=== design 1 ===
Figure 1. Wiring by layer (design 1).
Two of the layers only.
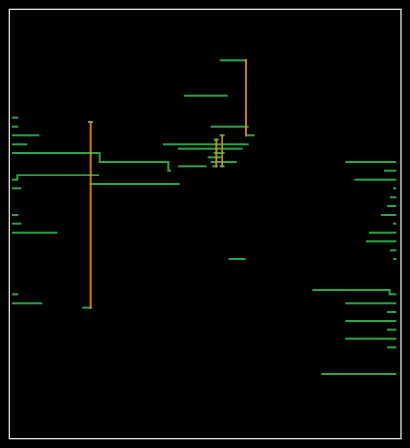

`src/rtl/ram16x8_pkg.sv`:
```
// ram16x8_pkg: shared sizes and FSM state encoding for the 16x8 RAM initiator.
//   ADDR_W / DATA_W / DEPTH   geometry of the attached RAM
//   ram_mst_state_t           bus phase of ram16x8_master
package ram16x8_pkg;

  localparam int ADDR_W = 4;
  localparam int DATA_W = 8;
  localparam int DEPTH  = 16;

  typedef enum logic [2:0] {
    INIT,
    IDLE,
    WRITE,
    READ,
    RWAIT,
    RESP
  } ram_mst_state_t;

endpackage

```
`src/rtl/ram16x8_master.sv`:
```
// ram16x8_master: initiator for the 16x8 synchronous RAM.
//   Single-beat read/write requests arrive over a valid/ready handshake. Read data
//   is returned over a valid/ready response channel. A 16-address clear sweep runs
//   after reset (AUTO_INIT=1) and on init_start, because the RAM's own reset does
//   not clear its array.
// Ports:
//   clk, reset_n (async, active-low)
//   req_valid/req_ready/req_write/req_addr/req_wdata   request channel
//   rsp_valid/rsp_ready/rsp_rdata                      response channel
//   init_start (sampled only in IDLE), init_busy       clear sweep
//   mem_cs/mem_w_en/mem_op_en/mem_addr/mem_wdata       registered RAM controls
//   mem_rdata                                          RAM data_out (registered in RAM)
module ram16x8_master
  import ram16x8_pkg::*;
#(
  parameter logic [DATA_W-1:0] INIT_VALUE = 8'h00,
  parameter bit                AUTO_INIT  = 1'b1
) (
  input  logic              clk,
  input  logic              reset_n,
  input  logic              req_valid,
  output logic              req_ready,
  input  logic              req_write,
  input  logic [ADDR_W-1:0] req_addr,
  input  logic [DATA_W-1:0] req_wdata,
  output logic              rsp_valid,
  input  logic              rsp_ready,
  output logic [DATA_W-1:0] rsp_rdata,
  input  logic              init_start,
  output logic              init_busy,
  output logic              mem_cs,
  output logic              mem_w_en,
  output logic              mem_op_en,
  output logic [ADDR_W-1:0] mem_addr,
  output logic [DATA_W-1:0] mem_wdata,
  input  logic [DATA_W-1:0] mem_rdata
);

  ram_mst_state_t    state_q, state_d;
  logic [ADDR_W-1:0] cnt_q, cnt_d;
  logic              cs_q, cs_d;
  logic              w_en_q, w_en_d;
  logic              op_en_q, op_en_d;
  logic [ADDR_W-1:0] addr_q, addr_d;
  logic [DATA_W-1:0] wdata_q, wdata_d;
  logic              rsp_valid_q, rsp_valid_d;
  logic [DATA_W-1:0] rsp_rdata_q, rsp_rdata_d;
  logic              idle_q, idle_d;
  logic              busy_q, busy_d;
  logic              accept;

  // idle_q mirrors state_q==IDLE but resets to 0 so req_ready stays low in reset
  // even when AUTO_INIT=0 parks the FSM in IDLE.
  assign req_ready = idle_q & ~init_start;
  assign accept    = req_valid & req_ready;

  always_comb begin
    state_d     = state_q;
    cnt_d       = cnt_q;
    cs_d        = 1'b0;
    w_en_d      = 1'b0;
    op_en_d     = 1'b0;
    addr_d      = addr_q;
    wdata_d     = wdata_q;
    rsp_rdata_d = rsp_rdata_q;

    unique case (state_q)
      INIT: begin
        // The counter names the address on the bus. Coming out of reset the bus
        // is still idle, so address 0 is issued before the counter advances.
        if (cs_q) begin
          if (cnt_q == ADDR_W'(DEPTH - 1)) begin
            state_d = IDLE;
          end else begin
            cnt_d = cnt_q + 1'b1;
          end
        end
      end
      IDLE: begin
        if (idle_q && init_start) begin
          state_d = INIT;
          cnt_d   = '0;
        end else if (accept) begin
          state_d = req_write ? WRITE : READ;
          addr_d  = req_addr;
          if (req_write) begin
            wdata_d = req_wdata;
          end
        end
      end
      WRITE: state_d = IDLE;
      READ:  state_d = RWAIT;
      RWAIT: begin
        // RAM sampled the read at the previous edge; data_out is valid now.
        state_d     = RESP;
        rsp_rdata_d = mem_rdata;
      end
      RESP: begin
        if (rsp_ready) begin
          state_d = IDLE;
        end
      end
      default: state_d = IDLE;
    endcase

    // RAM controls are registered from the next state so they line up with it.
    unique case (state_d)
      INIT: begin
        cs_d    = 1'b1;
        w_en_d  = 1'b1;
        addr_d  = cnt_d;
        wdata_d = INIT_VALUE;
      end
      WRITE: begin
        cs_d   = 1'b1;
        w_en_d = 1'b1;
      end
      READ: begin
        cs_d    = 1'b1;
        op_en_d = 1'b1;
      end
      // cs held high so the RAM keeps data_out instead of zeroing it.
      RWAIT:   cs_d = 1'b1;
      default: cs_d = 1'b0;
    endcase

    rsp_valid_d = (state_d == RESP);
    idle_d      = (state_d == IDLE);
    busy_d      = (state_d == INIT);
  end

  always_ff @(posedge clk or negedge reset_n) begin
    if (!reset_n) begin
      state_q     <= AUTO_INIT ? INIT : IDLE;
      cnt_q       <= '0;
      cs_q        <= 1'b0;
      w_en_q      <= 1'b0;
      op_en_q     <= 1'b0;
      addr_q      <= '0;
      wdata_q     <= '0;
      rsp_valid_q <= 1'b0;
      rsp_rdata_q <= '0;
      idle_q      <= 1'b0;
      busy_q      <= AUTO_INIT;
    end else begin
      state_q     <= state_d;
      cnt_q       <= cnt_d;
      cs_q        <= cs_d;
      w_en_q      <= w_en_d;
      op_en_q     <= op_en_d;
      addr_q      <= addr_d;
      wdata_q     <= wdata_d;
      rsp_valid_q <= rsp_valid_d;
      rsp_rdata_q <= rsp_rdata_d;
      idle_q      <= idle_d;
      busy_q      <= busy_d;
    end
  end

  assign mem_cs    = cs_q;
  assign mem_w_en  = w_en_q;
  assign mem_op_en = op_en_q;
  assign mem_addr  = addr_q;
  assign mem_wdata = wdata_q;
  assign rsp_valid = rsp_valid_q;
  assign rsp_rdata = rsp_rdata_q;
  assign init_busy = busy_q;

endmodule

```
`config.mk`:
```
export PLATFORM = sky130hd
export DESIGN_NAME = ram16x8_master
export DESIGN_NICKNAME = d
export VERILOG_FILES = /design/src/rtl/ram16x8_pkg.sv /design/src/rtl/ram16x8_master.sv
export SDC_FILE = /design/constraint.sdc
export NUM_CORES = 1
export LEC_CHECK = 0
export ABC_CLOCK_PERIOD_IN_PS = 1700
export CAP_MARGIN = 25
export CORE_ASPECT_RATIO = 1.1
export CORE_UTILIZATION = 40
export CTS_CLUSTER_SIZE = 40
export DETAILED_ROUTE_END_ITERATION = 10
export PLACE_DENSITY = 0.73
export SKIP_LAST_GASP = 1
export SLEW_MARGIN = 5
export SYNTH_ARGS = -nofsm -noshare
export SYNTH_HDL_FRONTEND = slang
export SYNTH_SLANG_ARGS = --single-unit
```
`constraint.sdc`:
```
create_clock -name clk -period 1.7 [get_ports clk]
set_input_delay 0.425 -clock clk [delete_from_list [all_inputs] [get_ports clk]]
set_output_delay 0.425 -clock clk [all_outputs]
set_load 0.03 [all_outputs]
```
=== design 2 ===
### config.mk
export PLATFORM = sky130hd
export DESIGN_NAME = pseudo_softmax_normalizer
export DESIGN_NICKNAME = d
export VERILOG_FILES = /design/src/rtl/pseudo_softmax_pkg.sv /design/src/rtl/pow2_mitchell.sv /design/src/rtl/pseudo_softmax_normalizer.sv
export SDC_FILE = /design/constraint.sdc
export NUM_CORES = 1
export LEC_CHECK = 0
export ABC_AREA = 0
export CORE_ASPECT_RATIO = 1.5
export CORE_UTILIZATION = 62
export CTS_CLUSTER_DIAMETER = 80
export DETAILED_ROUTE_END_ITERATION = 8
export HOLD_SLACK_MARGIN = 0.15
export PLACE_DENSITY = 0.91
export REMOVE_ABC_BUFFERS = 1
export SLEW_MARGIN = 20
export SYNTH_ARGS = -nofsm -noshare
export SYNTH_HDL_FRONTEND = slang
export SYNTH_SLANG_ARGS = --single-unit
### constraint.sdc
create_clock -name clk -period 7.85 [get_ports clk]
set_input_delay 1.1775 -clock clk [delete_from_list [all_inputs] [get_ports clk]]
set_output_delay 1.1775 -clock clk [all_outputs]
set_load 0.005 [all_outputs]
### src/rtl/pseudo_softmax_pkg.sv
// Shared types and constants for the pseudo-softmax normalizer.
// Holds the FSM state type, fixed-point widths and the saturation value.
package pseudo_softmax_pkg;

    typedef enum logic [1:0] {
        IDLE  = 2'd0,
        RUN   = 2'd1,
        DRAIN = 2'd2
    } state_e;

    localparam int unsigned FRAC_W    = 7;
    localparam int unsigned LN_W      = 16;
    localparam int unsigned SAT_VAL   = 255;
    localparam int unsigned T_W       = LN_W + 1;
    localparam int unsigned P_W       = 8;
    localparam int unsigned CNT_W     = 9;
    localparam int unsigned MAX_SHIFT = P_W + 1;

endpackage

### src/rtl/pow2_mitchell.sv
// Mitchell antilog: maps a signed Q.7 log2 difference to a Q0.8 probability.
// Non-negative inputs saturate and shifts of MAX_SHIFT or more underflow to zero.
module pow2_mitchell
    import pseudo_softmax_pkg::*;
(
    input  logic [16:0] t,
    output logic [7:0]  p
);

    logic signed [T_W-1:0] int_part;
    logic [T_W-1:0]        n;
    logic [P_W:0]          mant;

    // Floor of t/128 gives the integer exponent; the low bits are the mantissa fraction.
    always_comb begin
        int_part = $signed(t) >>> FRAC_W;
        n        = T_W'(-int_part);
        mant     = {1'b1, t[FRAC_W-1:0], 1'b0};
        p        = '0;
        if (!t[T_W-1]) begin
            p = P_W'(SAT_VAL);
        end else if (n < T_W'(MAX_SHIFT)) begin
            p = P_W'(mant >> n[3:0]);
        end
    end

endmodule

### src/rtl/pseudo_softmax_normalizer.sv
// Frame-based pseudo-softmax: subtracts the frame log-sum from each element
// exponent and converts the difference back to a Q0.8 probability.
module pseudo_softmax_normalizer
    import pseudo_softmax_pkg::*;
(
    input  logic       clk,
    input  logic       rst,
    input  logic       sum_valid,
    output logic       sum_ready,
    input  logic [8:0] sum_exp,
    input  logic [7:0] sum_mant,
    input  logic [7:0] frame_len,
    input  logic       in_valid,
    output logic       in_ready,
    input  logic [7:0] in_x,
    output logic       out_valid,
    input  logic       out_ready,
    output logic [7:0] out_p,
    output logic       out_last,
    output logic       done
);

    state_e           state;
    state_e           state_next;
    logic [LN_W-1:0]  ln_sum;
    logic [CNT_W-1:0] frame_n;
    logic [CNT_W-1:0] in_cnt;
    logic [CNT_W-1:0] out_cnt;
    logic             s1_valid;
    logic             s1_last;
    logic [T_W-1:0]   s1_t;
    logic [P_W-1:0]   p_c;
    logic             s2_adv;
    logic             s1_adv;
    logic             load;
    logic             in_acc;
    logic             out_acc;
    logic             in_final;
    logic             out_final;

    // Handshake and pipeline-advance terms; sum_ready is held low while in reset.
    always_comb begin
        s2_adv    = !out_valid || out_ready;
        s1_adv    = !s1_valid || s2_adv;
        sum_ready = (state == IDLE) && !rst;
        in_ready  = (state == RUN) && (in_cnt < frame_n) && s1_adv;
        load      = sum_valid && sum_ready;
        in_acc    = in_valid && in_ready;
        out_acc   = out_valid && out_ready;
        in_final  = (in_cnt == frame_n - CNT_W'(1));
        out_final = out_acc && (out_cnt == frame_n - CNT_W'(1));
    end

    always_ff @(posedge clk or posedge rst) begin
        if (rst) begin
            state <= IDLE;
        end else begin
            state <= state_next;
        end
    end

    always_comb begin
        state_next = state;
        case (state)
            IDLE:    if (load) state_next = RUN;
            RUN:     if (in_acc && in_final) state_next = DRAIN;
            DRAIN:   if (out_final) state_next = IDLE;
            default: state_next = IDLE;
        endcase
    end

    // Frame context and counters.
    always_ff @(posedge clk or posedge rst) begin
        if (rst) begin
            ln_sum  <= '0;
            frame_n <= '0;
            in_cnt  <= '0;
            out_cnt <= '0;
            done    <= 1'b0;
        end else begin
            if (load) begin
                ln_sum  <= (LN_W'(sum_exp) << FRAC_W) + LN_W'(sum_mant) - LN_W'(128);
                frame_n <= (frame_len == '0) ? CNT_W'(256) : CNT_W'(frame_len);
                in_cnt  <= '0;
                out_cnt <= '0;
            end
            if (in_acc) begin
                in_cnt <= in_cnt + CNT_W'(1);
            end
            if (out_acc) begin
                out_cnt <= out_cnt + CNT_W'(1);
            end
            done <= out_final;
        end
    end

    // Two-stage pipeline: stage 1 holds the log difference, stage 2 is the output register.
    always_ff @(posedge clk or posedge rst) begin
        if (rst) begin
            s1_valid  <= 1'b0;
            s1_last   <= 1'b0;
            s1_t      <= '0;
            out_valid <= 1'b0;
            out_p     <= '0;
            out_last  <= 1'b0;
        end else begin
            if (in_acc) begin
                s1_valid <= 1'b1;
                s1_t     <= (T_W'(in_x) << FRAC_W) - T_W'(ln_sum);
                s1_last  <= in_final;
            end else if (s2_adv) begin
                s1_valid <= 1'b0;
            end
            if (s2_adv) begin
                out_valid <= s1_valid;
                out_p     <= s1_valid ? p_c : '0;
                out_last  <= s1_valid && s1_last;
            end
        end
    end

    pow2_mitchell u_pow2 (
        .t (s1_t),
        .p (p_c)
    );

endmodule

=== design 3 ===
$ cat config.mk
export PLATFORM = sky130hd
export DESIGN_NAME = sr_flag_bank
export DESIGN_NICKNAME = d
export VERILOG_FILES = /design/src/rtl/sr_flag_bank.sv
export SDC_FILE = /design/constraint.sdc
export NUM_CORES = 1
export LEC_CHECK = 0
export ABC_AREA = 1
export CORE_MARGIN = 2
export CORE_UTILIZATION = 45
export DETAILED_ROUTE_END_ITERATION = 7
export PLACE_DENSITY = 0.87
export RECOVER_POWER = 100
export SKIP_CTS_REPAIR_TIMING = 1
export SLEW_MARGIN = 20
export SYNTH_ARGS = -nofsm -noshare
export SYNTH_HDL_FRONTEND = slang
export SYNTH_SLANG_ARGS = --single-unit
$ cat constraint.sdc
create_clock -name clk -period 2 [get_ports clk]
set_input_delay 0.5 -clock clk [delete_from_list [all_inputs] [get_ports clk]]
set_output_delay 0.5 -clock clk [all_outputs]
set_load 0.01 [all_outputs]
$ cat src/rtl/sr_flag_bank.sv
// Bank of N independent synchronous set/reset flags with a selectable set+clear policy,
// per-channel post-change lockout, registered edge pulses and sticky conflict reporting.
module sr_flag_bank #(
    parameter int unsigned    N    = 4,
    parameter int unsigned    MODE = 0,
    parameter int unsigned    LOCK = 0,
    parameter logic [N-1:0]   INIT = '0,
    parameter int unsigned    CW   = 8
) (
    input  logic          clk,
    input  logic          reset,
    input  logic [N-1:0]  set,
    input  logic [N-1:0]  clr,
    input  logic [N-1:0]  conflict_clr,
    output logic [N-1:0]  q,
    output logic [N-1:0]  q_bar,
    output logic [N-1:0]  rise,
    output logic [N-1:0]  fall,
    output logic [N-1:0]  locked,
    output logic [N-1:0]  conflict,
    output logic [CW-1:0] conflict_cnt
);

    // Outcome of a simultaneous set and clear for a flag whose current value is cur.
    function automatic logic resolve_conflict(input logic cur);
        case (MODE)
            0:       return 1'b0;
            1:       return 1'b1;
            2:       return cur;
            default: return ~cur;
        endcase
    endfunction

    logic [N-1:0]  q_q, q_d;
    logic [N-1:0]  q_bar_q;
    logic [N-1:0]  rise_q, rise_d;
    logic [N-1:0]  fall_q, fall_d;
    logic [N-1:0]  conflict_q, conflict_d;
    logic [CW-1:0] cnt_q, cnt_d;
    logic [N-1:0]  chg;
    logic [N-1:0]  lk_busy;
    logic [N-1:0]  both;

    assign both = set & clr;

    always_comb begin
        q_d = q_q;
        for (int i = 0; i < int'(N); i++) begin
            if (!lk_busy[i]) begin
                case ({set[i], clr[i]})
                    2'b10:   q_d[i] = 1'b1;
                    2'b01:   q_d[i] = 1'b0;
                    2'b11:   q_d[i] = resolve_conflict(q_q[i]);
                    default: q_d[i] = q_q[i];
                endcase
            end
        end
        chg        = q_d ^ q_q;
        rise_d     = chg & q_d;
        fall_d     = chg & ~q_d;
        // A fresh conflict outranks a clear request on the same edge.
        conflict_d = (conflict_q & ~conflict_clr) | both;
        cnt_d      = cnt_q;
        if ((|both) && (cnt_q != {CW{1'b1}})) begin
            cnt_d = cnt_q + CW'(1);
        end
    end

    always_ff @(posedge clk) begin
        if (reset) begin
            q_q        <= INIT;
            q_bar_q    <= ~INIT;
            rise_q     <= '0;
            fall_q     <= '0;
            conflict_q <= '0;
            cnt_q      <= '0;
        end else begin
            q_q        <= q_d;
            q_bar_q    <= ~q_d;
            rise_q     <= rise_d;
            fall_q     <= fall_d;
            conflict_q <= conflict_d;
            cnt_q      <= cnt_d;
        end
    end

    // Lockout: reload on every change, count down otherwise; requests ignored while nonzero.
    if (LOCK > 0) begin : g_lock
        localparam int unsigned LW = $clog2(LOCK + 1);
        logic [LW-1:0] lk_q [N];
        logic [LW-1:0] lk_d [N];

        always_comb begin
            for (int i = 0; i < int'(N); i++) begin
                lk_d[i] = lk_q[i];
                if (chg[i]) begin
                    lk_d[i] = LW'(LOCK);
                end else if (lk_q[i] != '0) begin
                    lk_d[i] = lk_q[i] - LW'(1);
                end
                lk_busy[i] = (lk_q[i] != '0);
            end
        end

        always_ff @(posedge clk) begin
            for (int i = 0; i < int'(N); i++) begin
                if (reset) begin
                    lk_q[i] <= '0;
                end else begin
                    lk_q[i] <= lk_d[i];
                end
            end
        end
    end else begin : g_nolock
        assign lk_busy = '0;
    end

    assign q            = q_q;
    assign q_bar        = q_bar_q;
    assign rise         = rise_q;
    assign fall         = fall_q;
    assign locked       = lk_busy;
    assign conflict     = conflict_q;
    assign conflict_cnt = cnt_q;

endmodule

Figure 2. Cell classes on the final placement (design 2).
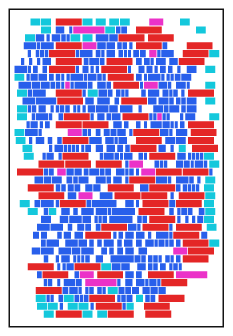
| class | colour | cells | share of their area |
|---|---|---|---|
| remaining buffers and delay cells | cyan | 54 | 9.8% |
| combinational and other logic | blue | 428 | 51% |
| sequential cells | red | 75 | 35% |
| clock drivers and dummy loads | magenta | 16 | 4.4% |

==> Table 3: Implementation characteristics, design 2 <==
Implementation parameters

Parameter                              Value

Placement
  Sum of net half-perimeters after detailed placement    around 7300 um

Pwr
  Static leakage    about 2.5 nW
  Net switching share of the total power    41.5%
  Relative contribution of combinational cells to total power    a little under 50%

Global route
  Fraction of met3 tracks used by global routing    roughly 5.5%
  GR Util met1    33.0%
  Antenna violations before repair    0

Logic synthesis
  Yosys Warn Count    0

Cells and area
  Fin util    approximately three quarters
  Number of standard cells in the final layout excluding fillers    about 670
  Ant diodes    0
  Fraction of cell area in non-clock buffers    under 10%

Outcome
  Result of the run    finished, final reports clean

STA
  Hold WS    around 0.47 ns

Worst setup path
  Reg-to-Reg End    out_p[0]
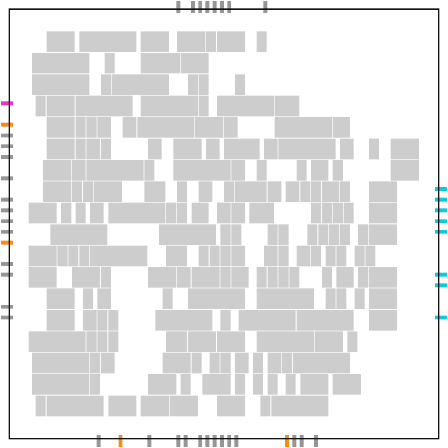
Figure 3: design 3, pin placement.
Pins as bars across the die edge, other pins in grey.
| port | colour | pins | direction | edge |
|---|---|---|---|---|
| clk | magenta | 1 | input | left |
| conflict_cnt | cyan | 8 | output | right |
| q_bar | orange | 4 | output | 2 bottom, 2 left |

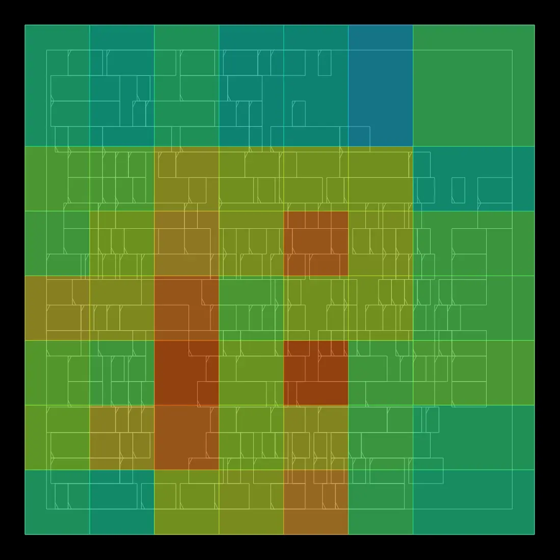
Figure 4: design 3, routing congestion map.
GR Util met1: 22.4%
met2 track demand over resource in global routing: 30.9%

==> Table 3: Implementation characteristics, design 3 <==
Implementation parameters

Parameter                              Value

Detailed routing
  Drt total wl    about 2400 um
  Top Metal Used    met4
  DRT met1 WL    1020 um

Logic synthesis
  Post-synthesis share of cell area spent on and, or, nand and nor gates    28.0%
  Number of cell instances after yosys synthesis    about 150
  Post-synthesis cell count    around 150
  Post-synthesis mux area share    0%
  Sequential-to-total area share from yosys stat    49.1%

STA
  Fmax achieved    about 0.52 GHz
  Transition time of the tightest slew-check pin    0.759 ns
  Hold WS    0.479 ns

Worst setup path
  Worst reg2reg path depth    7
  Reg-to-Reg End    conflict_cnt[4]
  Crit path capture type    output pin
  Critical path fanouts, max    7
  Sort of element at the start of the critical path    register

Global route
  Largest net degree at the start of global routing    18
  Layer carrying the most global-route usage    met2

Cells and area
  Gate Area    approximately 410 sq um
  Comb_multi_in    around 90
  Fraction of cell area in non-clock buffers    a little over a quarter

Floorplan
  Num ports    between 40 and 50
  Core area    0.00243 sq mm
  Initial standard-cell utilization of the core    a little under half

Flow run
  Max-Cap Viols    0

Pwr
  Proportion of power drawn by flip-flops and latches    around three fifths

Outcome
  Result of the run    finished, final reports clean
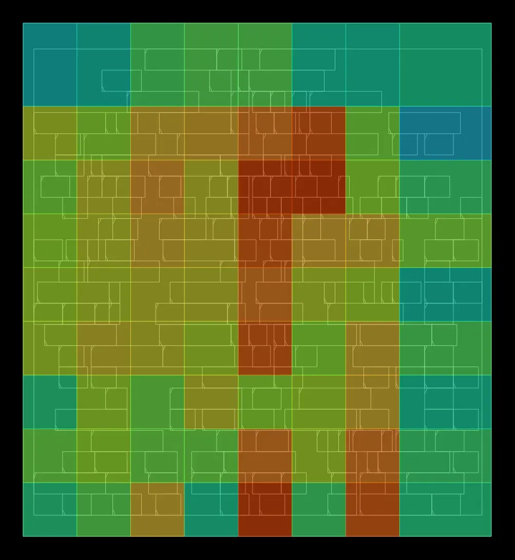
Figure 5: design 1, routing congestion map.
total global-route track usage: 19.9%
Routed WL per cell: 13.9 um
layer carrying the most global-route usage: met2
GR Util met1: 24.9%
fraction of met3 tracks used by global routing: 5.09%

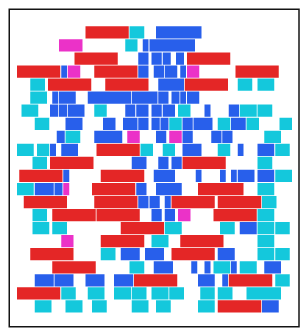
Figure 6: design 1, cell classes on the final placement.
| class | colour | cells | share of their area |
|---|---|---|---|
| combinational and other logic | blue | 85 | 32% |
| clock drivers and dummy loads | magenta | 8 | 2.9% |
| remaining buffers and delay cells | cyan | 62 | 27% |
| sequential cells | red | 33 | 38% |

About Figure 1:
| layer | colour | wire length |
|---|---|---|
| metal 3 | green | 211 um |
| metal 4 | orange | 49.0 um |

==> Table 3: Implementation characteristics, design 1 <==
Implementation parameters

Parameter                              Value

Placement
  Final weighted congestion of routability-driven global placement    about 0.8
  Instance count after placement with tap cells included    227

Cells and area
  Flip-flops    33
  Ant diodes    0
  Fraction of final layout cells with drive strength greater than 1    23.4%
  Fill cells    between 200 and 300
  Most common logic cells in the final layout    dfrtp_1, dlygate4sd2_1, clkdlybuf4s50_1, mux2i_1, buf_4
  Comb_multi_in    83

Floorplan
  Total number of placement rows    22
  Core area    around 0.0034 sq mm
  Die Size    around 0.0040 sq mm

STA
  Hold WS    between 0.4 and 0.5 ns
  Count of final hold-check violations    0

Logic synthesis
  Synth area leaders    dfrtp_1, mux2i_1, mux2_2
  Flip-flop cell with the highest count after synthesis    dfrtp_1
  Synthesized netlist net count    about 150
  Post-Synth XOR/XNOR Area    0%

Global route
  Wire length of the first global-routing pass    ~5700 um

Pwr
  Proportion of power drawn by flip-flops and latches    between 30% and 40%
  Highest ir drop seen on vdd    around 0.83 mV
  Static leakage    1.02 nW

Outcome
  Result of the run    finished, final reports clean

Worst setup path
  Worst setup slack for register-to-register paths    about 0.070 ns

Clock network
  CTS tree    done
  Insertion delay to the later sink of the worst-skew pair    between 0.3 and 0.4 ns

## Gallery

Clock network drawn from the DEF.
(a)
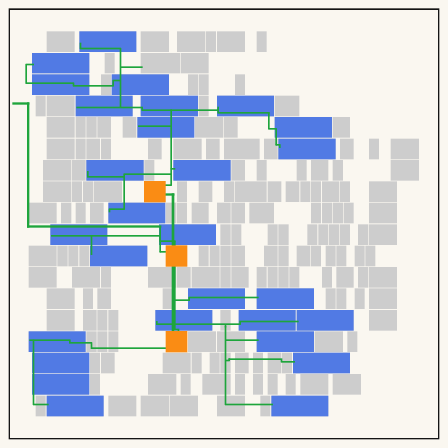
(b)
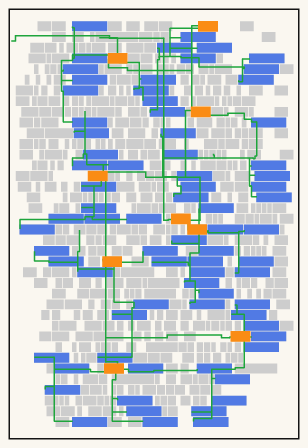
(c)
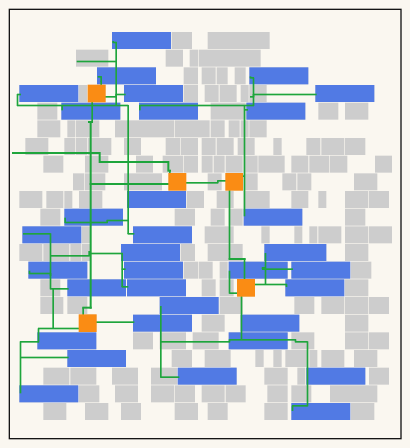
(c) -> design 1
(b) -> design 2
(a) -> design 3
The one with the most sequential cells is (b).


Power figures rest on the tool's default switching activity, not on a simulated workload.
